# ---- block 1 ----
Block 1, track usage over the die:
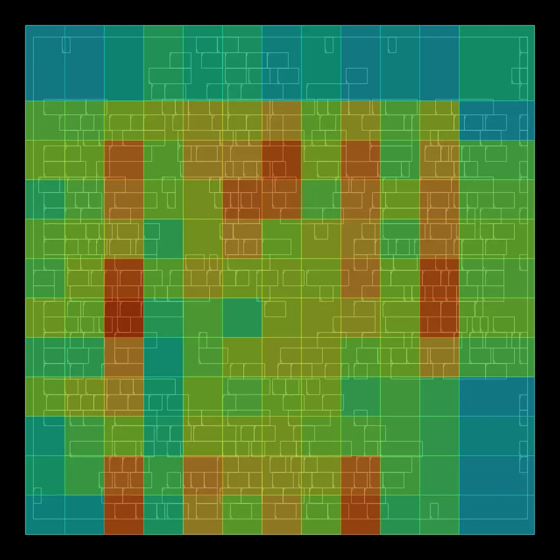

$ cat config.mk
export PLATFORM = sky130hd
export DESIGN_NAME = instr_encoder_loader
export DESIGN_NICKNAME = d
export VERILOG_FILES = /design/src/rtl/instr_encoder_loader_pkg.sv /design/src/rtl/instr_encoder_loader_word_encoder.sv /design/src/rtl/instr_encoder_loader.sv
export SDC_FILE = /design/constraint.sdc
export NUM_CORES = 1
export LEC_CHECK = 0
export CAP_MARGIN = 10
export CORE_UTILIZATION = 38
export DETAILED_ROUTE_END_ITERATION = 10
export GPL_ROUTABILITY_DRIVEN = 0
export GPL_TIMING_DRIVEN = 1
export HOLD_SLACK_MARGIN = 0.1
export MAX_ROUTING_LAYER = met4
export PLACE_DENSITY = 0.84
export SLEW_MARGIN = 20
export SYNTH_ARGS = -nofsm -noshare
export SYNTH_HDL_FRONTEND = slang
export SYNTH_HIERARCHICAL = 1
export SYNTH_SLANG_ARGS = --single-unit
$ cat constraint.sdc
create_clock -name clk -period 2.3 [get_ports clk]
set_input_delay 0.345 -clock clk [delete_from_list [all_inputs] [get_ports clk]]
set_output_delay 0.345 -clock clk [all_outputs]
set_load 0.005 [all_outputs]
$ cat src/rtl/instr_encoder_loader_pkg.sv
// Shared encodings for the program loader: instruction kinds, MIPS Op/Funct fields
// (the same constants the control unit decodes) and loader FSM states.
package instr_encoder_loader_pkg;

  typedef enum logic [3:0] {
    KindAdd = 4'd0,
    KindSub = 4'd1,
    KindAnd = 4'd2,
    KindOr  = 4'd3,
    KindSlt = 4'd4,
    KindLw  = 4'd5,
    KindSw  = 4'd6,
    KindBeq = 4'd7
  } kind_e;

  localparam logic [5:0] OP_RTYPE = 6'b000000;
  localparam logic [5:0] OP_LW    = 6'b100011;
  localparam logic [5:0] OP_SW    = 6'b101011;
  localparam logic [5:0] OP_BEQ   = 6'b000100;

  localparam logic [5:0] FUNCT_ADD = 6'b100000;
  localparam logic [5:0] FUNCT_SUB = 6'b100010;
  localparam logic [5:0] FUNCT_AND = 6'b100100;
  localparam logic [5:0] FUNCT_OR  = 6'b100101;
  localparam logic [5:0] FUNCT_SLT = 6'b101010;

  typedef enum logic [1:0] {
    StIdle  = 2'd0,
    StLoad  = 2'd1,
    StDone  = 2'd2,
    StError = 2'd3
  } state_e;

  function automatic logic [31:0] enc_r(logic [4:0] rs, logic [4:0] rt, logic [4:0] rd,
                                        logic [5:0] funct);
    return {OP_RTYPE, rs, rt, rd, 5'b00000, funct};
  endfunction

  function automatic logic [31:0] enc_i(logic [5:0] op, logic [4:0] rs, logic [4:0] rt,
                                        logic [15:0] imm);
    return {op, rs, rt, imm};
  endfunction

endpackage

$ cat src/rtl/instr_encoder_loader_word_encoder.sv
// Combinational encoder: symbolic instruction kind plus register/immediate fields to a
// 32-bit MIPS word; flags kinds outside the supported set as illegal.
module instr_word_encoder
  import instr_encoder_loader_pkg::*;
(
  input  logic [3:0]  kind_i,
  input  logic [4:0]  rs_i,
  input  logic [4:0]  rt_i,
  input  logic [4:0]  rd_i,
  input  logic [15:0] imm_i,
  output logic [31:0] word_o,
  output logic        illegal_o
);

  always_comb begin
    word_o    = '0;
    illegal_o = 1'b0;
    case (kind_i)
      KindAdd: word_o = enc_r(rs_i, rt_i, rd_i, FUNCT_ADD);
      KindSub: word_o = enc_r(rs_i, rt_i, rd_i, FUNCT_SUB);
      KindAnd: word_o = enc_r(rs_i, rt_i, rd_i, FUNCT_AND);
      KindOr:  word_o = enc_r(rs_i, rt_i, rd_i, FUNCT_OR);
      KindSlt: word_o = enc_r(rs_i, rt_i, rd_i, FUNCT_SLT);
      KindLw:  word_o = enc_i(OP_LW, rs_i, rt_i, imm_i);
      KindSw:  word_o = enc_i(OP_SW, rs_i, rt_i, imm_i);
      KindBeq: word_o = enc_i(OP_BEQ, rs_i, rt_i, imm_i);
      default: illegal_o = 1'b1;
    endcase
  end

endmodule

$ cat src/rtl/instr_encoder_loader.sv
// Program loader: accepts instruction tokens over valid/ready, encodes them and writes
// them sequentially into instruction memory, holding the CPU off until the load is done.
module instr_encoder_loader
  import instr_encoder_loader_pkg::*;
#(
  parameter int unsigned DEPTH  = 64,
  parameter int unsigned ADDR_W = 32
) (
  input  logic                     clk,
  input  logic                     reset,
  input  logic                     start,
  input  logic                     in_valid,
  output logic                     in_ready,
  input  logic [3:0]               in_kind,
  input  logic [4:0]               in_rs,
  input  logic [4:0]               in_rt,
  input  logic [4:0]               in_rd,
  input  logic [15:0]              in_imm,
  input  logic                     in_last,
  output logic                     imem_we,
  output logic [ADDR_W-1:0]        imem_addr,
  output logic [31:0]              imem_wdata,
  output logic                     cpu_hold,
  output logic                     done,
  output logic                     error,
  output logic [$clog2(DEPTH):0]   count
);

  localparam int unsigned CntW = $clog2(DEPTH) + 1;

  state_e              state_q, state_d;
  logic [CntW-1:0]     count_q, count_d;
  logic                we_q, we_d;
  logic                last_q, last_d;
  logic [ADDR_W-1:0]   addr_q, addr_d;
  logic [31:0]         wdata_q, wdata_d;
  logic [CntW:0]       fill;
  logic                accept;
  logic [31:0]         enc_word;
  logic                enc_illegal;

  instr_word_encoder u_encoder (
    .kind_i    (in_kind),
    .rs_i      (in_rs),
    .rt_i      (in_rt),
    .rd_i      (in_rd),
    .imm_i     (in_imm),
    .word_o    (enc_word),
    .illegal_o (enc_illegal)
  );

  // Words committed plus the one in the write stage; also the index of the next write.
  assign fill     = {1'b0, count_q} + (CntW+1)'(we_q);
  assign in_ready = (state_q == StLoad) && !last_q && (fill < (CntW+1)'(DEPTH));
  assign accept   = in_valid && in_ready;

  always_comb begin
    state_d = state_q;
    count_d = count_q + CntW'(we_q);
    we_d    = 1'b0;
    last_d  = 1'b0;
    addr_d  = addr_q;
    wdata_d = wdata_q;
    unique case (state_q)
      StIdle, StDone: begin
        if (start) begin
          state_d = StLoad;
          count_d = '0;
        end
      end
      StLoad: begin
        if (accept && enc_illegal) begin
          state_d = StError;
        end else if (accept) begin
          we_d    = 1'b1;
          last_d  = in_last;
          addr_d  = ADDR_W'({fill[CntW-1:0], 2'b00});
          wdata_d = enc_word;
        end
        // The write in flight decides completion or overflow once it lands.
        if (we_q) begin
          if (last_q) begin
            state_d = StDone;
          end else if (count_q == CntW'(DEPTH - 1)) begin
            state_d = StError;
          end
        end
      end
      StError: begin
        state_d = StError;
      end
    endcase
  end

  always_ff @(posedge clk) begin
    if (reset) begin
      state_q <= StIdle;
      count_q <= '0;
      we_q    <= 1'b0;
      last_q  <= 1'b0;
      addr_q  <= '0;
      wdata_q <= '0;
    end else begin
      state_q <= state_d;
      count_q <= count_d;
      we_q    <= we_d;
      last_q  <= last_d;
      addr_q  <= addr_d;
      wdata_q <= wdata_d;
    end
  end

  assign imem_we    = we_q;
  assign imem_addr  = addr_q;
  assign imem_wdata = wdata_q;
  assign cpu_hold   = (state_q != StDone);
  assign done       = (state_q == StDone);
  assign error      = (state_q == StError);
  assign count      = count_q;

endmodule

# ---- block 2 ----
==> src/rtl/counter_pkg.sv <==
// Shared definitions for the 0-99 counter run-control block.
package counter_pkg;

    // Run/pause sequencer states, encoded as they appear on run_state.
    typedef enum logic [1:0] {
        ST_IDLE  = 2'b00,
        ST_RUN   = 2'b01,
        ST_PAUSE = 2'b10
    } run_state_e;

    // Counter datapath width and range.
    localparam int CNT_W   = 7;
    localparam int CNT_MAX = 99;

    // Default preset values for the load strobe.
    localparam int LOAD_UP_DEFAULT = 90;
    localparam int LOAD_DN_DEFAULT = 10;

endpackage

==> src/rtl/btn_debounce.sv <==
// Synchroniser plus stability counter for one raw board input.
// level_o follows the input once it has been steady for DB_CYCLES
// synchronised samples; rise_o pulses for one clock on the accepted
// 0->1 transition, in the same cycle level_o rises.
module btn_debounce #(
    parameter int DB_CYCLES = 500000
) (
    input  logic clk,
    input  logic rst_n,
    input  logic raw_i,
    output logic level_o,
    output logic rise_o
);

    localparam int CW = (DB_CYCLES > 1) ? $clog2(DB_CYCLES) : 1;
    localparam logic [CW-1:0] CNT_LAST = CW'(DB_CYCLES - 1);

    logic          sync1_q, sync2_q;
    logic [CW-1:0] stab_q, stab_d;
    logic          level_q, level_d;
    logic          rise_q, rise_d;

    // Two-flop synchroniser for the asynchronous raw input.
    // NOTE: flops use non-blocking assignments so each stage samples the pre-edge value of the one before it.
    always_ff @(posedge clk or negedge rst_n) begin
        if (!rst_n) begin
            sync1_q <= 1'b0;
            sync2_q <= 1'b0;
        end else begin
            sync1_q <= raw_i;
            sync2_q <= sync1_q;
        end
    end

    // Count consecutive samples that disagree with the accepted level; flip after DB_CYCLES of them.
    // NOTE: every signal gets a default before any branch, so no path leaves one unassigned and no latch appears.
    always_comb begin
        stab_d  = '0;
        level_d = level_q;
        rise_d  = 1'b0;
        if (sync2_q != level_q) begin
            if (stab_q == CNT_LAST) begin
                level_d = sync2_q;
                rise_d  = sync2_q;
            end else begin
                stab_d = stab_q + 1'b1;
            end
        end
    end

    // Stability counter, accepted level and edge pulse registers.
    always_ff @(posedge clk or negedge rst_n) begin
        if (!rst_n) begin
            stab_q  <= '0;
            level_q <= 1'b0;
            rise_q  <= 1'b0;
        end else begin
            stab_q  <= stab_d;
            level_q <= level_d;
            rise_q  <= rise_d;
        end
    end

    assign level_o = level_q;
    assign rise_o  = rise_q;

endmodule

==> src/rtl/counter_ctrl.sv <==
// Run-control sequencer for the 0-99 up/down counter: debounced buttons,
// start/stop FSM, tick prescaler, direction register, load strobe and
// rollover buzzer timer. Every output comes straight from a flop.
module counter_ctrl
    import counter_pkg::*;
#(
    parameter int CLK_HZ      = 50000000,
    parameter int TICK_HZ     = 1,
    parameter int DB_CYCLES   = 500000,
    parameter int BUZZ_CYCLES = 25000000,
    parameter int LOAD_UP     = LOAD_UP_DEFAULT,
    parameter int LOAD_DN     = LOAD_DN_DEFAULT
) (
    input  logic             clk,
    input  logic             rst_n,
    input  logic             btn_start,
    input  logic             btn_stop,
    input  logic             btn_load,
    input  logic             sw_updown,
    input  logic             cnt_wrap,
    output logic             cnt_tick,
    output logic             cnt_dir,
    output logic             cnt_load,
    output logic [CNT_W-1:0] cnt_load_val,
    output logic             cnt_clear,
    output logic [1:0]       run_state,
    output logic             buzzer
);

    localparam int DIV = CLK_HZ / TICK_HZ;
    localparam int PW  = (DIV > 1) ? $clog2(DIV) : 1;
    localparam int BW  = $clog2(BUZZ_CYCLES + 1);
    localparam logic [PW-1:0]    PRESC_TC  = PW'(DIV - 1);
    localparam logic [BW-1:0]    BUZZ_LOAD = BW'(BUZZ_CYCLES);
    localparam logic [CNT_W-1:0] VAL_UP    = CNT_W'(LOAD_UP);
    localparam logic [CNT_W-1:0] VAL_DN    = CNT_W'(LOAD_DN);

    // Debouncer lane assignment.
    localparam int I_START = 0;
    localparam int I_STOP  = 1;
    localparam int I_LOAD  = 2;
    localparam int I_SW    = 3;

    logic [3:0] raw_in, db_level, db_rise;
    logic       start_press, stop_press, load_press, sw_level;

    assign raw_in = {sw_updown, btn_load, btn_stop, btn_start};

    for (genvar i = 0; i < 4; i++) begin : g_db
        btn_debounce #(.DB_CYCLES(DB_CYCLES)) u_db (
            .clk     (clk),
            .rst_n   (rst_n),
            .raw_i   (raw_in[i]),
            .level_o (db_level[i]),
            .rise_o  (db_rise[i])
        );
    end

    assign start_press = db_rise[I_START];
    assign stop_press  = db_rise[I_STOP];
    assign load_press  = db_rise[I_LOAD];
    assign sw_level    = db_level[I_SW];

    // Button levels and the switch edge have no consumer here.
    logic unused_db;
    assign unused_db = ^{db_level[I_LOAD], db_level[I_STOP], db_level[I_START], db_rise[I_SW]};

    run_state_e       state_q, state_d;
    logic [PW-1:0]    presc_q, presc_d;
    logic [BW-1:0]    buzz_q, buzz_d;
    logic             tick_q, tick_d;
    logic             dir_q, dir_d;
    logic             load_q, load_d;
    logic [CNT_W-1:0] load_val_q, load_val_d;
    logic             clear_q, clear_d;
    logic             buzzer_q, buzzer_d;

    // Next state for the FSM, prescaler, direction, load/clear strobes and buzzer timer.
    always_comb begin
        state_d    = state_q;
        presc_d    = presc_q;
        tick_d     = 1'b0;
        buzz_d     = buzz_q;

        // Stop outranks start when both arrive together.
        case (state_q)
            ST_IDLE:  if (start_press && !stop_press) state_d = ST_RUN;
            ST_RUN:   if (stop_press)                 state_d = ST_PAUSE;
            ST_PAUSE: if (start_press && !stop_press) state_d = ST_RUN;
            default:  state_d = ST_IDLE;
        endcase

        // Prescaler runs in RUN, holds in PAUSE so the partial period resumes, sits at 0 in IDLE.
        case (state_q)
            ST_RUN: begin
                if (presc_q == PRESC_TC) begin
                    presc_d = '0;
                    tick_d  = !load_press;
                end else begin
                    presc_d = presc_q + 1'b1;
                end
            end
            ST_PAUSE: presc_d = presc_q;
            default:  presc_d = '0;
        endcase

        // Direction only moves while idle or right after a tick, never alongside one.
        dir_d = (state_q == ST_IDLE || tick_q) ? sw_level : dir_q;

        load_d     = load_press;
        load_val_d = load_press ? (dir_d ? VAL_UP : VAL_DN) : '0;
        clear_d    = (state_d == ST_IDLE) && !load_press;

        // Wrap (re)arms the buzzer unless idle; otherwise it counts down to zero.
        if (cnt_wrap && state_q != ST_IDLE) begin
            buzz_d = BUZZ_LOAD;
        end else if (buzz_q != '0) begin
            buzz_d = buzz_q - 1'b1;
        end
        buzzer_d = (buzz_d != '0);
    end

    // State and output registers.
    always_ff @(posedge clk or negedge rst_n) begin
        if (!rst_n) begin
            state_q    <= ST_IDLE;
            presc_q    <= '0;
            buzz_q     <= '0;
            tick_q     <= 1'b0;
            dir_q      <= 1'b0;
            load_q     <= 1'b0;
            load_val_q <= '0;
            clear_q    <= 1'b1;
            buzzer_q   <= 1'b0;
        end else begin
            state_q    <= state_d;
            presc_q    <= presc_d;
            buzz_q     <= buzz_d;
            tick_q     <= tick_d;
            dir_q      <= dir_d;
            load_q     <= load_d;
            load_val_q <= load_val_d;
            clear_q    <= clear_d;
            buzzer_q   <= buzzer_d;
        end
    end

    assign cnt_tick     = tick_q;
    assign cnt_dir      = dir_q;
    assign cnt_load     = load_q;
    assign cnt_load_val = load_val_q;
    assign cnt_clear    = clear_q;
    assign run_state    = state_q;
    assign buzzer       = buzzer_q;

endmodule

==> config.mk <==
export PLATFORM = sky130hd
export DESIGN_NAME = counter_ctrl
export DESIGN_NICKNAME = d
export VERILOG_FILES = /design/src/rtl/counter_pkg.sv /design/src/rtl/btn_debounce.sv /design/src/rtl/counter_ctrl.sv
export SDC_FILE = /design/constraint.sdc
export NUM_CORES = 1
export LEC_CHECK = 0
export CORE_MARGIN = 2
export CORE_UTILIZATION = 59
export DETAILED_ROUTE_END_ITERATION = 10
export HOLD_SLACK_MARGIN = 0.05
export PLACE_DENSITY = 0.88
export SLEW_MARGIN = 20
export SYNTH_ARGS = -nofsm -noshare
export SYNTH_HDL_FRONTEND = slang
export SYNTH_HIERARCHICAL = 1
export SYNTH_SLANG_ARGS = --single-unit
==> constraint.sdc <==
create_clock -name clk -period 3.6 [get_ports clk]
set_input_delay 0.72 -clock clk [delete_from_list [all_inputs] [get_ports clk]]
set_output_delay 0.72 -clock clk [all_outputs]
set_load 0.05 [all_outputs]

==> gallery <==
Cells coloured by class.
shot_01.png
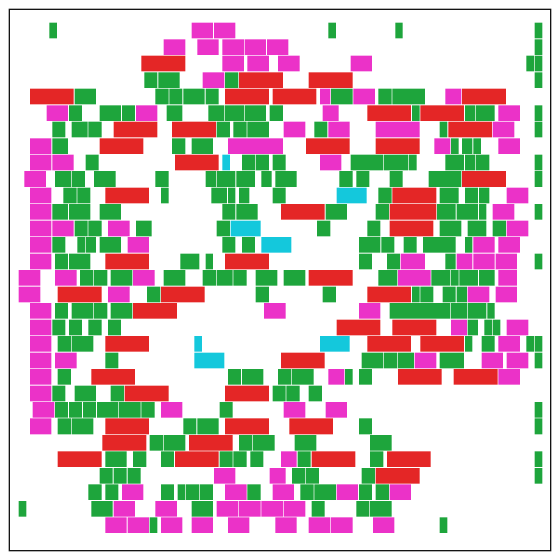
shot_02.png
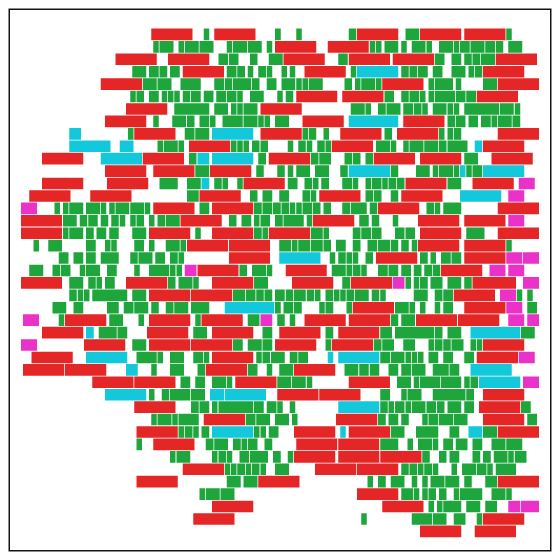
Of these, highest utilization: shot_02.png
Of these, most cells: shot_02.png
- shot_01.png = block 1
- shot_02.png = block 2

Key to shot_02.png:
- cyan: clock drivers and dummy loads (cells 32)
- green: combinational and other logic (cells 616)
- magenta: other buffers and delay cells (cells 22)
- red: flops (cells 150)

Block 1, wiring by layer:
Bar = 20 um.
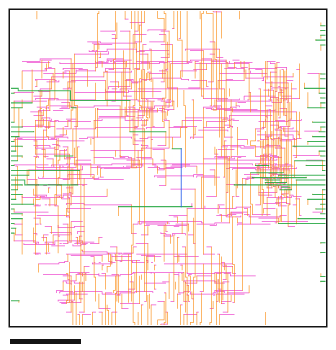
- magenta: metal 1 (wire length 2630 um)
- blue: metal 4 (wire length 16.3 um)
- orange: metal 2 (wire length 3160 um)
- green: metal 3 (wire length 372 um)

Block 1, register map, names as in the netlist:
Bar = 20 um.
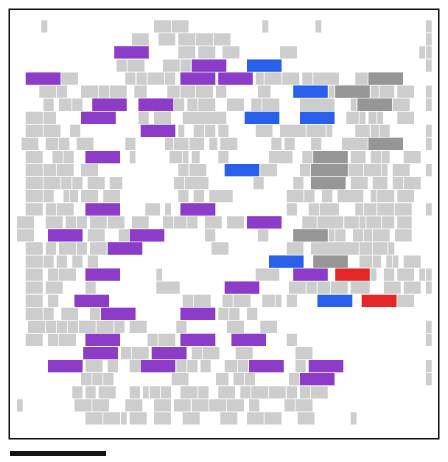
- blue: imem_addr (sequential cells 7)
- purple: imem_wdata (sequential cells 32)
- red: state_q (sequential cells 2)
- not coloured: 9

## Picture notes: 'track usage over the die' of block 1
met1 GRT Util: 0.185
total global-route track usage: 0.160
wire length per cell after detailed routing: 12.5 um
final standard cell utilization of the core: 0.530

==> flow_summary.rst, block 1 <==
Metrics
=======

.. list-table::
   :header-rows: 1

   * - Metric
     - Value
   * - Flops out of synthesis
     - 50
   * - Routed wl met2
     - 3160 um
   * - Critical path data arrival time
     - 2.44 ns
   * - Maximum operating frequency
     - 444 MHz
   * - Synthesized instance count
     - 313
   * - Worst-Skew Late Latency
     - 0.29 ns
   * - Critical register-to-register path startpoint
     - imem_we
   * - Flop+latch power
     - 0.000882 W
   * - Outcome
     - finished clean
   * - Post-synth tally of flip-flops with integrated enable
     - 0
   * - Setup violations, final
     - 0
   * - Clock net sink count
     - 50
   * - Inserted Clock Buffers
     - 5
   * - Core Box Area
     - 7290 um2
   * - Worst hold path cell count
     - 2
   * - GRT overflow
     - 0
   * - Inverter tally of the final layout excluding the clock network
     - 4
   * - Total number of H-tree levels
     - 2
   * - Met2 usage
     - 0.286
   * - Tally of non-filler cells in the final layout
     - 495
   * - Group with the largest share of power
     - sequential cells
   * - Global-route wire length before repair
     - 9630 um
   * - Fraction of post-synthesis cell area in the top cell type by area
     - 0.347
   * - Synth Flop Type
     - dfxtp_1
   * - Horizontal die dimension
     - 89.1 um
   * - Yosys synthesis warning count
     - 6
   * - Ratio of cells with drive above 1 in the final layout
     - 0.0732
   * - Flip-flop and latch area
     - 1000 um2
   * - Count of unique library cells instantiated by Yosys
     - 36
   * - Post-route worst setup slack
     - 0.0452 ns
block 1: how the worst max path moves through the flow:
stage | from | end | slack (ns) | depth (start not counted)
2_1_floorplan | imem_we | imem_addr[6] | 0.04 | 7
3_3_place_gp | imem_we | in_ready | 0.11 | 6
3_5_place_dp | imem_we | imem_addr[2] | 0.002 | 7
4_1_cts | imem_we | imem_addr[7] | 0.02 | 8
5_1_grt | imem_we | imem_addr[5] | 0.0006 | 8
6_report | imem_we | imem_addr[5] | 0.05 | 8
block 1: registers in the layout (all words and copies together), names as in the netlist:
signal and count:
count 7, imem_addr 7, imem_wdata 32, imem_we 1
last_q 1, state_q 2
Block 2, track usage over the die:
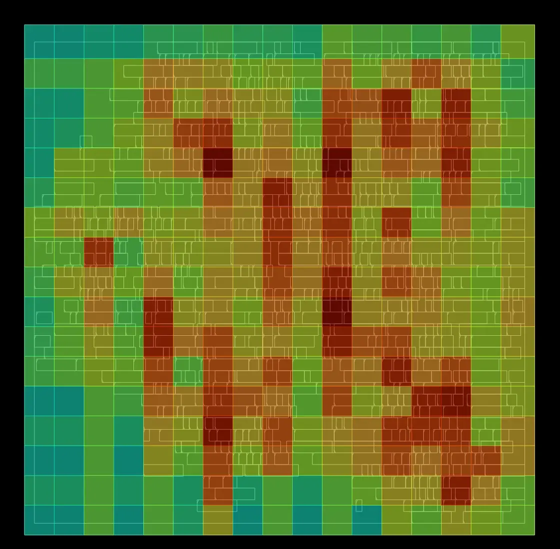
wire length per cell after detailed routing: 16.2 um
met2 usage: 0.388
final standard cell utilization of the core: 0.674
most congested layer reported by global routing: met2

Block 2, register map, names as in the netlist:
Bar = 20 um.
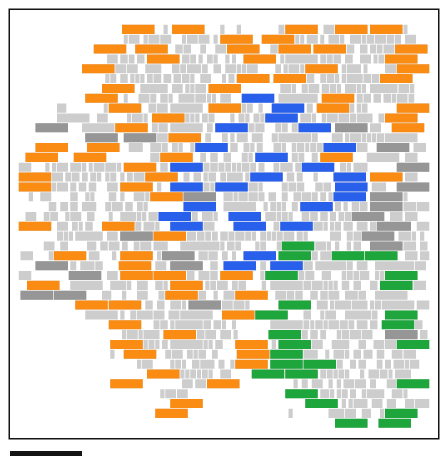
- green: buzz_q (sequential cells 25)
- blue: presc_q (sequential cells 26)
- orange: g_db.u_db/stab_q (sequential cells 76; where widely spread)
- not coloured: 23

==> flow_summary.rst, block 2 <==
Metrics
=======

.. list-table::
   :header-rows: 1

   * - Metric
     - Value
   * - Worst stage delay on the critical path
     - 0.70 ns
   * - Pins over their slew limit
     - 0
   * - Flop+latch power
     - 0.00188 W
   * - Combinational cell power
     - 0.000308 W
   * - Highest net fanout along the worst path
     - 11
   * - Floorplan core density
     - 0.608
   * - Synthesized instance count
     - 796
   * - Largest net degree at the start of global routing
     - 86
   * - Horizontal die dimension
     - 118 um
   * - Inserted Clock Buffers
     - 17
   * - Clock Skews
     - 0.0100 ns
   * - Cells along the critical path
     - or4_4 > nor4b_4 > and2_1 > or4_1 > xnor2_1 > a2111oi_0 > nand4_1
   * - Max-capacitance violation count
     - 0
   * - Clk power
     - 0.00177 W
   * - DR iter-0 viols
     - 632
   * - Outcome
     - finished clean
   * - Endpoint class of the critical path
     - flip-flop
   * - Number of primary I/O pins
     - 21
   * - Number of buffers between clock root and the deepest sink
     - 2
   * - OpenROAD warnings
     - 26
block 2: through the flow:
stage	setup slack [ns]	power [W]	cell area, um2	utilization
floorplan	1.11	0.00211	7710	-
finish	0.469	0.00396	8540	0.674
global placement	0.738	0.00219	7950	0.627
global route	0.343	0.00412	8540	0.674
CTS	0.598	0.00398	8540	0.674
detailed placement	0.690	0.00220	7950	0.627
block 2: area by class of cell:
cell class	instances	area (um2)
clock inverter	12	154
inverter	20	75.1
clock buffer	20	437
timing repair buffer	22	209
tap	172	215
fill	925	4130
multi-input combinational	596	3700
sequential	150	3750

# ---- block 3 ----
<file path="config.mk">
export PLATFORM = sky130hd
export DESIGN_NAME = div_share_arbiter
export DESIGN_NICKNAME = d
export VERILOG_FILES = /design/src/rtl/div_share_arbiter.sv
export SDC_FILE = /design/constraint.sdc
export NUM_CORES = 1
export LEC_CHECK = 0
export ABC_CLOCK_PERIOD_IN_PS = 2080
export CAP_MARGIN = 10
export CORE_ASPECT_RATIO = 1.4
export CORE_UTILIZATION = 37
export CTS_CLUSTER_DIAMETER = 40
export DETAILED_ROUTE_END_ITERATION = 10
export PLACE_DENSITY = 0.77
export SKIP_LAST_GASP = 1
export SLEW_MARGIN = 20
export SYNTH_ARGS = -nofsm -noshare
export SYNTH_HDL_FRONTEND = slang
export SYNTH_SLANG_ARGS = --single-unit
</file>
<file path="constraint.sdc">
create_clock -name clk -period 2.08 [get_ports clk]
set_clock_uncertainty 0.1 [all_clocks]
set_input_delay 0.208 -clock clk [delete_from_list [all_inputs] [get_ports clk]]
set_output_delay 0.208 -clock clk [all_outputs]
set_load 0.005 [all_outputs]
</file>
<file path="src/rtl/div_share_arbiter.sv">
// div_share_arbiter: round-robin front end sharing one start_n/done sequential divider
// among NUM_REQ requesters, with local divide-by-zero answers and a hung-divider timeout.
module div_share_arbiter #(
  parameter int NUM_REQ = 4,
  parameter int DVD_W   = 8,
  parameter int DVS_W   = 9,
  parameter int TIMEOUT = 32,
  localparam int IDW    = $clog2(NUM_REQ)
) (
  input  logic                     clk,
  input  logic                     rst,
  input  logic [NUM_REQ-1:0]       req_valid,
  output logic [NUM_REQ-1:0]       req_ready,
  input  logic [NUM_REQ*DVD_W-1:0] req_dividend,
  input  logic [NUM_REQ*DVS_W-1:0] req_divisor,
  output logic                     resp_valid,
  input  logic                     resp_ready,
  output logic [IDW-1:0]           resp_id,
  output logic [DVD_W-1:0]         resp_quot,
  output logic [DVS_W-1:0]         resp_rem,
  output logic                     resp_dvz,
  output logic                     resp_tmo,
  output logic                     div_start_n,
  output logic [DVD_W-1:0]         div_dividend,
  output logic [DVS_W-1:0]         div_divisor,
  input  logic                     div_done,
  input  logic                     div_dvz,
  input  logic [DVD_W-1:0]         div_quot,
  input  logic [DVS_W-1:0]         div_rem,
  output logic                     busy
);
  localparam int CW = $clog2(TIMEOUT);
  typedef enum logic [2:0] {S_IDLE, S_LAUNCH, S_SETTLE, S_WAIT, S_RESP} state_t;
  state_t           r_state, w_nxt;
  logic [IDW-1:0]   r_rr, r_id, w_gnt;
  logic [CW-1:0]    r_cnt;
  logic [DVD_W-1:0] r_dvd, r_quot, w_dvd;
  logic [DVS_W-1:0] r_dvs, r_rem, w_dvs;
  logic             r_dvz, r_tmo, r_start_n, w_xfer, w_tmo;
  function automatic logic [IDW-1:0] wrap(input int v);
    return IDW'(v % NUM_REQ);
  endfunction
  // Scan offsets high to low so the requester nearest rr_ptr wins.
  always_comb begin
    w_gnt = r_rr;
    for (int k = NUM_REQ - 1; k >= 0; k--)
      if (req_valid[wrap(int'(r_rr) + k)]) w_gnt = wrap(int'(r_rr) + k);
  end
  assign w_xfer    = r_state == S_IDLE && |req_valid && !rst;
  assign req_ready = w_xfer ? NUM_REQ'(1) << w_gnt : '0;
  assign w_dvd     = req_dividend[w_gnt*DVD_W +: DVD_W];
  assign w_dvs     = req_divisor[w_gnt*DVS_W +: DVS_W];
  assign w_tmo     = r_cnt == CW'(TIMEOUT - 1);
  always_comb begin
    w_nxt = r_state;
    unique case (r_state)
      S_IDLE:   if (w_xfer) w_nxt = w_dvs == '0 ? S_RESP : S_LAUNCH;
      S_LAUNCH: w_nxt = S_SETTLE;
      S_SETTLE: if (r_cnt == CW'(1)) w_nxt = S_WAIT;
      S_WAIT:   if (div_done || div_dvz || w_tmo) w_nxt = S_RESP;
      S_RESP:   if (resp_ready) w_nxt = S_IDLE;
      default:  w_nxt = S_IDLE;
    endcase
  end
  always_ff @(posedge clk or posedge rst)
    if (rst) r_state <= S_IDLE;
    else     r_state <= w_nxt;
  always_ff @(posedge clk or posedge rst) begin
    if (rst) begin
      r_rr      <= '0;
      r_id      <= '0;
      r_cnt     <= '0;
      r_dvd     <= '0;
      r_dvs     <= '0;
      r_quot    <= '0;
      r_rem     <= '0;
      r_dvz     <= 1'b0;
      r_tmo     <= 1'b0;
      r_start_n <= 1'b1;
    end else begin
      r_start_n <= w_nxt != S_LAUNCH;
      // One counter serves both the 2-cycle settle and the done timeout.
      r_cnt <= (w_nxt == r_state && (r_state == S_SETTLE || r_state == S_WAIT)) ? r_cnt + 1'b1 : '0;
      if (w_xfer) begin
        r_id   <= w_gnt;
        r_rr   <= wrap(int'(w_gnt) + 1);
        r_dvd  <= w_dvd;
        r_dvs  <= w_dvs;
        r_quot <= '0;
        r_rem  <= '0;
        r_dvz  <= w_dvs == '0;
        r_tmo  <= 1'b0;
      end
      if (r_state == S_WAIT) begin
        if (div_done) begin
          r_quot <= div_quot;
          r_rem  <= div_rem;
        end else if (div_dvz) r_dvz <= 1'b1;
        else if (w_tmo) r_tmo <= 1'b1;
      end
    end
  end
  assign resp_valid   = r_state == S_RESP;
  assign resp_id      = r_id;
  assign resp_quot    = r_quot;
  assign resp_rem     = r_rem;
  assign resp_dvz     = r_dvz;
  assign resp_tmo     = r_tmo;
  assign div_start_n  = r_start_n;
  assign div_dividend = r_dvd;
  assign div_divisor  = r_dvs;
  assign busy         = r_state != S_IDLE;
endmodule

</file>
# ---- block 4 ----
[config.mk]
export PLATFORM = sky130hd
export DESIGN_NAME = sent_rx_crc_scheduler
export DESIGN_NICKNAME = d
export VERILOG_FILES = /design/src/rtl/sent_rx_pkg.sv /design/src/rtl/sent_rx_prio_enc.sv /design/src/rtl/sent_rx_crc_scheduler.sv
export SDC_FILE = /design/constraint.sdc
export NUM_CORES = 1
export LEC_CHECK = 0
export CAP_MARGIN = 20
export CORE_ASPECT_RATIO = 0.5
export CORE_MARGIN = 10
export CORE_UTILIZATION = 48
export DETAILED_ROUTE_END_ITERATION = 10
export GPL_ROUTABILITY_DRIVEN = 0
export PLACE_DENSITY_LB_ADDON = 0.1
export SLEW_MARGIN = 10
export SYNTH_ARGS = -nofsm -noshare
export SYNTH_HDL_FRONTEND = slang
export SYNTH_SLANG_ARGS = --single-unit
[constraint.sdc]
create_clock -name clk_rx -period 1.9 [get_ports clk_rx]
set_clock_uncertainty 0.1 [all_clocks]
set_input_delay 0.38 -clock clk_rx [delete_from_list [all_inputs] [get_ports clk_rx]]
set_output_delay 0.38 -clock clk_rx [all_outputs]
set_load 0.01 [all_outputs]
[src/rtl/sent_rx_pkg.sv]
// Shared definitions for the SENT RX CRC scheduler: frame type codes and FSM encoding.
package sent_rx_pkg;

  localparam int NUM_TYPES = 5;

  localparam logic [2:0] TYPE_FAST6 = 3'd0;
  localparam logic [2:0] TYPE_FAST4 = 3'd1;
  localparam logic [2:0] TYPE_FAST3 = 3'd2;
  localparam logic [2:0] TYPE_SHORT = 3'd3;
  localparam logic [2:0] TYPE_ENH   = 3'd4;

  typedef enum logic [1:0] {
    ST_IDLE   = 2'd0,
    ST_ISSUE  = 2'd1,
    ST_WAIT   = 2'd2,
    ST_REPORT = 2'd3
  } state_t;

endpackage

[src/rtl/sent_rx_prio_enc.sv]
// Fixed-priority encoder over the per-type request vector; bit 0 (fast6) wins.
module sent_rx_prio_enc
  import sent_rx_pkg::*;
(
  input  logic [NUM_TYPES-1:0] req,
  output logic [2:0]           idx,
  output logic                 any
);

  always_comb begin
    any = |req;
    idx = TYPE_FAST6;
    if (req[0])      idx = TYPE_FAST6;
    else if (req[1]) idx = TYPE_FAST4;
    else if (req[2]) idx = TYPE_FAST3;
    else if (req[3]) idx = TYPE_SHORT;
    else if (req[4]) idx = TYPE_ENH;
  end

endmodule

[src/rtl/sent_rx_crc_scheduler.sv]
// Queues one CRC request per SENT frame type and sequences the shared CRC checker.
// Handshake: crc_start is a one-cycle request; the checker answers with one crc_done pulse (crc_ok valid with it).
module sent_rx_crc_scheduler
  import sent_rx_pkg::*;
#(
  parameter int TIMEOUT_CYCLES = 64,
  parameter int TMO_W          = 7
) (
  input  logic                 clk_rx,
  input  logic                 reset,
  input  logic [NUM_TYPES-1:0] done_pre_data,
  output logic                 crc_start,
  output logic [2:0]           crc_mode,
  input  logic                 crc_done,
  input  logic                 crc_ok,
  output logic                 result_valid,
  output logic [2:0]           result_type,
  output logic                 result_ok,
  output logic                 result_timeout,
  output logic [NUM_TYPES-1:0] pending,
  output logic [NUM_TYPES-1:0] overrun,
  input  logic [NUM_TYPES-1:0] overrun_clr,
  output logic [1:0]           state_dbg
);

  state_t               state_q, state_d;
  logic [NUM_TYPES-1:0] prev_q, pending_q, pending_d, overrun_q, overrun_d;
  logic [NUM_TYPES-1:0] fall, grant_mask;
  logic [TMO_W-1:0]     tmo_cnt_q, tmo_cnt_d;
  logic [2:0]           mode_q, mode_d, grant_idx;
  logic                 grant_any;
  logic                 chk_ok_q, chk_ok_d, chk_tmo_q, chk_tmo_d;
  logic                 result_valid_q, result_valid_d;
  logic [2:0]           result_type_q, result_type_d;
  logic                 result_ok_q, result_ok_d, result_timeout_q, result_timeout_d;

  sent_rx_prio_enc u_prio_enc (
    .req (pending_q),
    .idx (grant_idx),
    .any (grant_any)
  );

  always_comb begin
    state_d          = state_q;
    mode_d           = mode_q;
    tmo_cnt_d        = tmo_cnt_q;
    chk_ok_d         = chk_ok_q;
    chk_tmo_d        = chk_tmo_q;
    grant_mask       = '0;
    crc_start        = 1'b0;
    result_valid_d   = 1'b0;
    result_type_d    = result_type_q;
    result_ok_d      = result_ok_q;
    result_timeout_d = result_timeout_q;

    case (state_q)
      ST_IDLE: begin
        if (grant_any) begin
          grant_mask = NUM_TYPES'(1) << grant_idx;
          mode_d     = grant_idx;
          state_d    = ST_ISSUE;
        end
      end
      ST_ISSUE: begin
        crc_start = 1'b1;
        tmo_cnt_d = '0;
        state_d   = ST_WAIT;
      end
      ST_WAIT: begin
        // A done arriving on the last timeout cycle still counts as a real answer.
        if (crc_done) begin
          chk_ok_d  = crc_ok;
          chk_tmo_d = 1'b0;
          state_d   = ST_REPORT;
        end else if (tmo_cnt_q == TMO_W'(TIMEOUT_CYCLES - 1)) begin
          chk_ok_d  = 1'b0;
          chk_tmo_d = 1'b1;
          state_d   = ST_REPORT;
        end else begin
          tmo_cnt_d = tmo_cnt_q + 1'b1;
        end
      end
      ST_REPORT: begin
        result_valid_d   = 1'b1;
        result_type_d    = mode_q;
        result_ok_d      = chk_ok_q;
        result_timeout_d = chk_tmo_q;
        state_d          = ST_IDLE;
      end
      default: state_d = ST_IDLE;
    endcase

    // A new frame end always re-queues; overrun only when an unserved request is overwritten.
    fall      = prev_q & ~done_pre_data;
    pending_d = (pending_q & ~grant_mask) | fall;
    overrun_d = (overrun_q & ~overrun_clr) | (fall & pending_q & ~grant_mask);
  end

  always_ff @(posedge clk_rx or posedge reset) begin
    if (reset) begin
      state_q          <= ST_IDLE;
      prev_q           <= '0;
      pending_q        <= '0;
      overrun_q        <= '0;
      tmo_cnt_q        <= '0;
      mode_q           <= '0;
      chk_ok_q         <= 1'b0;
      chk_tmo_q        <= 1'b0;
      result_valid_q   <= 1'b0;
      result_type_q    <= '0;
      result_ok_q      <= 1'b0;
      result_timeout_q <= 1'b0;
    end else begin
      state_q          <= state_d;
      prev_q           <= done_pre_data;
      pending_q        <= pending_d;
      overrun_q        <= overrun_d;
      tmo_cnt_q        <= tmo_cnt_d;
      mode_q           <= mode_d;
      chk_ok_q         <= chk_ok_d;
      chk_tmo_q        <= chk_tmo_d;
      result_valid_q   <= result_valid_d;
      result_type_q    <= result_type_d;
      result_ok_q      <= result_ok_d;
      result_timeout_q <= result_timeout_d;
    end
  end

  assign crc_mode       = mode_q;
  assign result_valid   = result_valid_q;
  assign result_type    = result_type_q;
  assign result_ok      = result_ok_q;
  assign result_timeout = result_timeout_q;
  assign pending        = pending_q;
  assign overrun        = overrun_q;
  assign state_dbg      = state_q;

endmodule

# ---- block 5 ----
==> src/rtl/io_config_loader.sv <==
// Serial configuration loader for one IO block: hunts for a sync byte, shifts a frame
// into a shadow register, and commits it to the live switch vector only on a good checksum.
module io_config_loader #(
  parameter int          WS     = 6,
  parameter int          WD     = 3,
  parameter int          WG     = 3,
  parameter int          EXTIN  = 3,
  parameter int          EXTOUT = 3,
  parameter logic [7:0]  SYNC   = 8'hA5
) (
  input  logic                                      clk,
  input  logic                                      rst,
  input  logic                                      cfg_valid,
  input  logic                                      cfg_data,
  output logic                                      cfg_ready,
  output logic [(EXTIN+EXTOUT)*(WS+WD+WG)-1:0]      c,
  output logic                                      busy,
  output logic                                      done,
  output logic                                      err
);

  localparam int CW    = (EXTIN + EXTOUT) * (WS + WD + WG);
  localparam int CWP   = ((CW + 7) / 8) * 8;
  localparam int CNT_W = $clog2(CWP + 1);

  typedef enum logic [1:0] {HUNT, LOAD, CHK, COMMIT} state_t;

  state_t           state_q, state_d;
  logic [7:0]       win_q, win_d;
  logic [CW-1:0]    shadow_q, shadow_d;
  logic [CW-1:0]    c_q, c_d;
  logic [CNT_W-1:0] cnt_q, cnt_d;
  logic [2:0]       ccnt_q, ccnt_d;
  logic [7:0]       acc_q, acc_d;
  logic [7:0]       chk_q, chk_d;
  logic             cfg_ready_q, cfg_ready_d;
  logic             busy_q, busy_d;
  logic             done_q, done_d;
  logic             err_q, err_d;
  logic             take;

  assign take = cfg_valid && cfg_ready_q;

  always_comb begin
    state_d  = state_q;
    win_d    = win_q;
    shadow_d = shadow_q;
    c_d      = c_q;
    cnt_d    = cnt_q;
    ccnt_d   = ccnt_q;
    acc_d    = acc_q;
    chk_d    = chk_q;
    done_d   = 1'b0;
    err_d    = 1'b0;
    case (state_q)
      HUNT: begin
        if (take) begin
          win_d = {cfg_data, win_q[7:1]};
          if (win_d == SYNC) begin
            state_d = LOAD;
            cnt_d   = '0;
            acc_d   = '0;
          end
        end
      end
      LOAD: begin
        if (take) begin
          // Pad bits beyond CW fall through the loop unstored but still feed the checksum.
          for (int i = 0; i < CW; i++) begin
            if (cnt_q == CNT_W'(i)) shadow_d[i] = cfg_data;
          end
          acc_d[cnt_q[2:0]] = acc_q[cnt_q[2:0]] ^ cfg_data;
          if (cnt_q == CNT_W'(CWP - 1)) begin
            state_d = CHK;
            ccnt_d  = '0;
          end else begin
            cnt_d = cnt_q + 1'b1;
          end
        end
      end
      CHK: begin
        if (take) begin
          chk_d[ccnt_q] = cfg_data;
          if (ccnt_q == 3'd7) state_d = COMMIT;
          else                ccnt_d  = ccnt_q + 1'b1;
        end
      end
      COMMIT: begin
        if (chk_q == acc_q) begin
          c_d    = shadow_q;
          done_d = 1'b1;
        end else begin
          err_d  = 1'b1;
        end
        state_d = HUNT;
        win_d   = '0;
        cnt_d   = '0;
        ccnt_d  = '0;
      end
      default: state_d = HUNT;
    endcase
    // Handshake and status outputs are registered from the next state.
    cfg_ready_d = (state_d != COMMIT);
    busy_d      = (state_d == LOAD) || (state_d == CHK);
  end

  always_ff @(posedge clk or posedge rst) begin
    if (rst) begin
      state_q     <= HUNT;
      win_q       <= '0;
      shadow_q    <= '0;
      c_q         <= '0;
      cnt_q       <= '0;
      ccnt_q      <= '0;
      acc_q       <= '0;
      chk_q       <= '0;
      cfg_ready_q <= 1'b0;
      busy_q      <= 1'b0;
      done_q      <= 1'b0;
      err_q       <= 1'b0;
    end else begin
      state_q     <= state_d;
      win_q       <= win_d;
      shadow_q    <= shadow_d;
      c_q         <= c_d;
      cnt_q       <= cnt_d;
      ccnt_q      <= ccnt_d;
      acc_q       <= acc_d;
      chk_q       <= chk_d;
      cfg_ready_q <= cfg_ready_d;
      busy_q      <= busy_d;
      done_q      <= done_d;
      err_q       <= err_d;
    end
  end

  assign cfg_ready = cfg_ready_q;
  assign busy      = busy_q;
  assign done      = done_q;
  assign err       = err_q;
  assign c         = c_q;

endmodule

==> config.mk <==
export PLATFORM = sky130hd
export DESIGN_NAME = io_config_loader
export DESIGN_NICKNAME = d
export VERILOG_FILES = /design/src/rtl/io_config_loader.sv
export SDC_FILE = /design/constraint.sdc
export NUM_CORES = 1
export LEC_CHECK = 0
export CORE_MARGIN = 1.5
export CORE_UTILIZATION = 40
export CTS_CLUSTER_SIZE = 14
export DETAILED_ROUTE_END_ITERATION = 7
export PLACE_DENSITY = 0.67
export SYNTH_ARGS = -nofsm -noshare
export SYNTH_HDL_FRONTEND = slang
export SYNTH_SLANG_ARGS = --single-unit
==> constraint.sdc <==
create_clock -name clk -period 7.53 [get_ports clk]
set_clock_uncertainty 0.15 [all_clocks]
set_input_delay 0.753 -clock clk [delete_from_list [all_inputs] [get_ports clk]]
set_output_delay 0.753 -clock clk [all_outputs]
set_load 0.05 [all_outputs]
Block 4, register map, names as in the netlist:
Bar = 20 um.
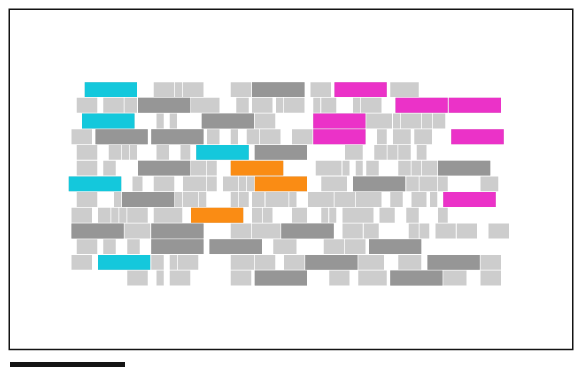
- cyan: prev_q (sequential cells 5)
- orange: crc_mode (sequential cells 3)
- magenta: tmo_cnt_q (sequential cells 7)

==> flow_summary.rst, block 4 <==
Metrics
=======

.. list-table::
   :header-rows: 1

   * - Metric
     - Value
   * - # Taps
     - 37
   * - Yosys stat cell total
     - 120
   * - Post-detailed-route count of antenna-violating nets
     - 0
   * - Outcome
     - finished clean
   * - First-pass detailed-route iteration total
     - 4
   * - Endpoint required time on the critical path
     - 1.42 ns
   * - Worst min-delay path startpoint
     - tmo_cnt_q[5]
   * - Setup violations, final
     - 0
   * - Quantity of hold-fixing buffers added after cts
     - 0
   * - Group with the largest share of power
     - sequential cells
   * - Pin slew with the least headroom to its limit
     - 0.432 ns
   * - Worst Setup SP
     - pending[2]
   * - Clock root buffer master
     - clkbuf_8
   * - Pins over their slew limit
     - 0
   * - CTS tree
     - built
   * - Area of all placed cells without fillers
     - 1970 um2
   * - Slew Limit Headroom
     - 0.712
   * - Synth Flop Type
     - dfrtp_1
   * - DRC violations left
     - 0
   * - Number of clock buffer instances in the layout
     - 6
   * - Fraction of synthesis flops using an asynchronous set or reset pin
     - 1.00
   * - Logic area
     - 527 um2
   * - Tally of non-filler cells in the final layout
     - 206
   * - Count of flip-flops and latches
     - 35
   * - Fraction of power consumed by the clock network
     - 0.199
   * - Core Box Area
     - 2720 um2
block 4: metal layers:
metal | wire length (um) | global-route usage
met1 | 1350 | 0.124
met2 | 1440 | 0.185
met3 | 254 | 0.0745
met4 | 48 | 0.0494
met5 | 0 | 0
block 4: cells by family after synthesis:
| family | Yosys count | share of synthesized area |
|---|---|---|
| buffers and inverters | 10 | 0.0262 |
| AND-OR/OR-AND | 26 | 0.115 |
| flip-flops | 35 | 0.610 |
| AND/OR/NAND/NOR | 35 | 0.134 |
| adder cells (fa/ha/maj) | 5 | 0.0436 |
| multiplexers | 9 | 0.0706 |
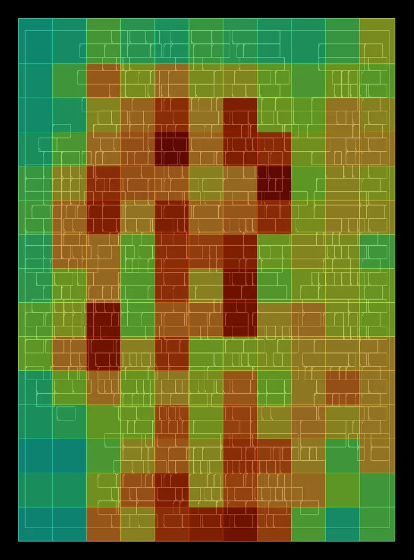
Block 3: track usage over the die
most congested layer reported by global routing: met2
met2 usage: 0.450
total global-route track usage: 0.240
wire length per cell after detailed routing: 15.3 um
final standard cell utilization of the core: 0.699

Block 3, cells coloured by class:
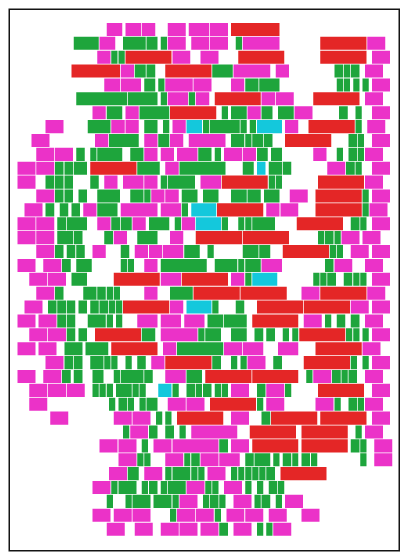
- red: flops (cells 49)
- magenta: other buffers and delay cells (cells 201)
- cyan: clock drivers and dummy loads (cells 8)
- green: combinational and other logic (cells 294)

==> flow_summary.rst, block 3 <==
Metrics
=======

.. list-table::
   :header-rows: 1

   * - Metric
     - Value
   * - Outcome
     - complete, but fails checks
   * - Failing checks
     - negative setup slack
   * - Post-route worst setup slack
     - -0.333 ns
   * - Top sig layer
     - met4
   * - Length in cells of the worst reg-to-reg path
     - 11
   * - Routed met1 length
     - 3830 um
   * - Fraction of synthesis flops using an asynchronous set or reset pin
     - 1.00
   * - Setup violations, final
     - 18
   * - Final total negative setup slack
     - -3.04 ns
   * - Final RePlAce weighted congestion
     - 0.844
   * - Final WL
     - 9920 um
   * - Die height
     - 106 um
   * - CP endpoint
     - r_state[0]
   * - Flop+latch power
     - 0.00148 W
   * - OpenROAD warnings
     - 33
   * - Post-CTS setup buffer count
     - 11
   * - Number of primary I/O pins
     - 139
   * - Static leakage
     - 2.39 nW
   * - Routed wl met2
     - 5240 um
   * - Critical Path Most Common Cell
     - buf_6
   * - Ratio of cells with drive above 1 in the final layout
     - 0.225
   * - Portion of total power attributed to sequential cells
     - 0.260
==> block 3: how the worst min path moves through the flow <==
stage / start / end / slack (ns) / depth (start not counted)
after floorplan: div_quot[0] / resp_quot[0] / 0.21 / 2
after global placement: div_divisor[6] / div_divisor[6] / 0.36 / 2
after detailed placement: div_divisor[3] / div_divisor[3] / 0.37 / 2
after CTS: rst / resp_quot[0] / 0.29 / 3
after global routing: rst / div_divisor[4] / 0.31 / 3
final: rst / r_state[2] / 0.27 / 3
Block 5, track usage over the die:
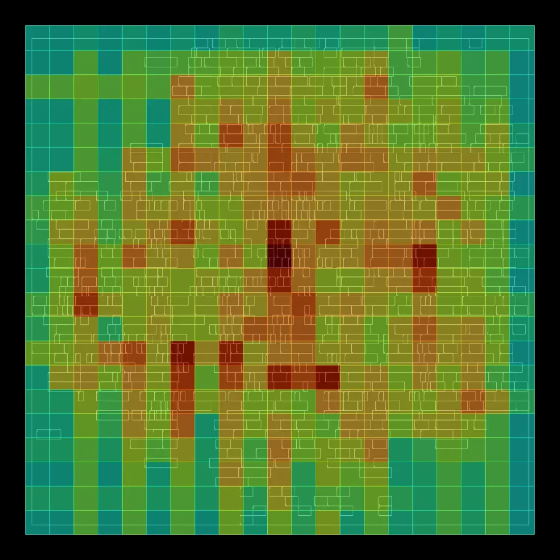
met1 GRT Util: 0.220
met3 GRT Util: 0.0352

==> flow_summary.rst, block 5 <==
Metrics
=======

.. list-table::
   :header-rows: 1

   * - Metric
     - Value
   * - Met2 usage
     - 0.299
   * - Detailed Place HPWL
     - 11900 um
   * - Clock root buffer master
     - clkbuf_16
   * - Clock net sink count
     - 183
   * - Filler cells
     - 1754
   * - Pins over their slew limit
     - 0
   * - Worst R2R Setup Slack
     - 4.43 ns
   * - Worst min-delay path startpoint
     - shadow_q[61]
   * - Buffers added on ports
     - 79
   * - Flip-flop and latch area
     - 4580 um2
   * - Largest net degree at the start of global routing
     - 107
   * - Buffers & Inverters on Critical Path
     - 1
   * - Synthesized instance count
     - 663
   * - Outcome
     - finished clean
   * - Leading cell kind
     - registers
## block 5: per-layer routing
layer,up-vias,part of all wire
met5,-,0
met4,0,0.016
met3,20,0.041
met2,124,0.51
met1,2656,0.44
li1,2457,-
## block 5: sequential cells by signal (all words and copies together), names as in the netlist
signal	count
cfg_ready	1
state_q	2
cnt_q	7
done	1
acc_q	8
busy	1
win_q	7
c	72
shadow_q	72
chk_q	8
ccnt_q	3
err	1


## Gallery

Wiring heat map.
image #1
Bar = 50 um. The die is cut into 29 by 29 equal tiles; dark blue is low, red is high, scaled to the fullest tile. Values are wire area over tile area, all layers added.
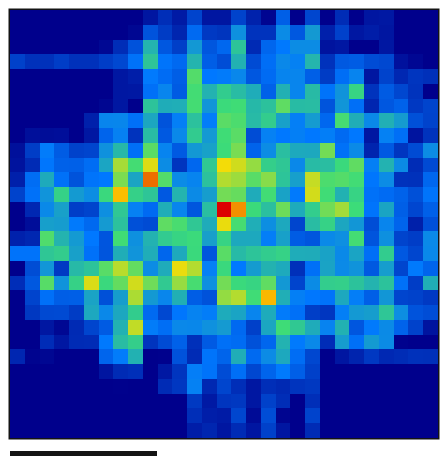
image #2
Bar = 20 um. The die is cut into 15 by 21 equal tiles; dark blue is low, red is high, scaled to the fullest tile. Values are wire area over tile area, all layers added.
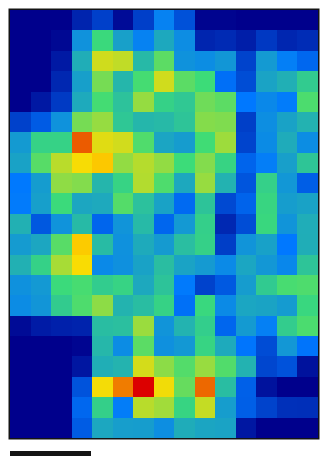
image #3
Bar = 20 um. The die is cut into 18 by 18 equal tiles; dark blue is low, red is high, scaled to the fullest tile. Values are wire area over tile area, all layers added.
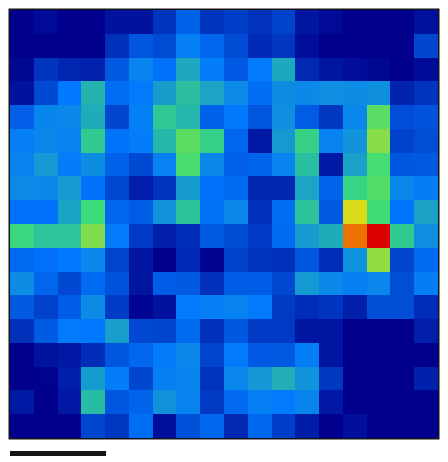
image #4
Bar = 20 um. The die is cut into 24 by 24 equal tiles; dark blue is low, red is high, scaled to the fullest tile. Values are wire area over tile area, all layers added.
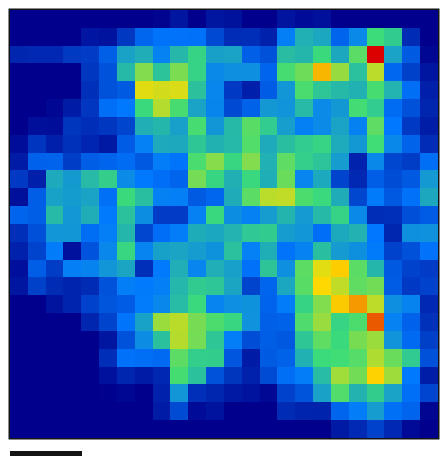
image #5
Bar = 20 um. The die is cut into 19 by 12 equal tiles; dark blue is low, red is high, scaled to the fullest tile. Values are wire area over tile area, all layers added.
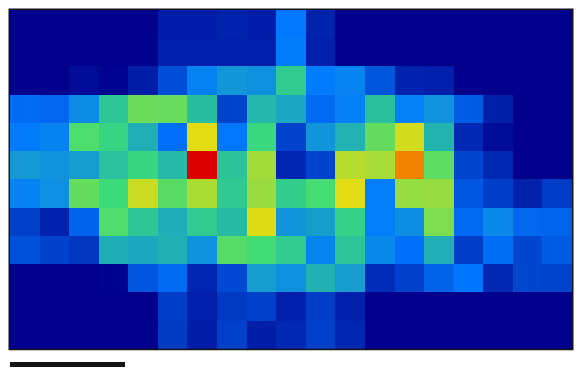
Block 2 is image #4.
Block 5 is image #1.
Block 1 is image #3.
Block 3 is image #2.
Block 4 is image #5.
The one with the largest die is image #1.
The one with the smallest die is image #5.

Power is estimated from default activity; no workload was simulated.
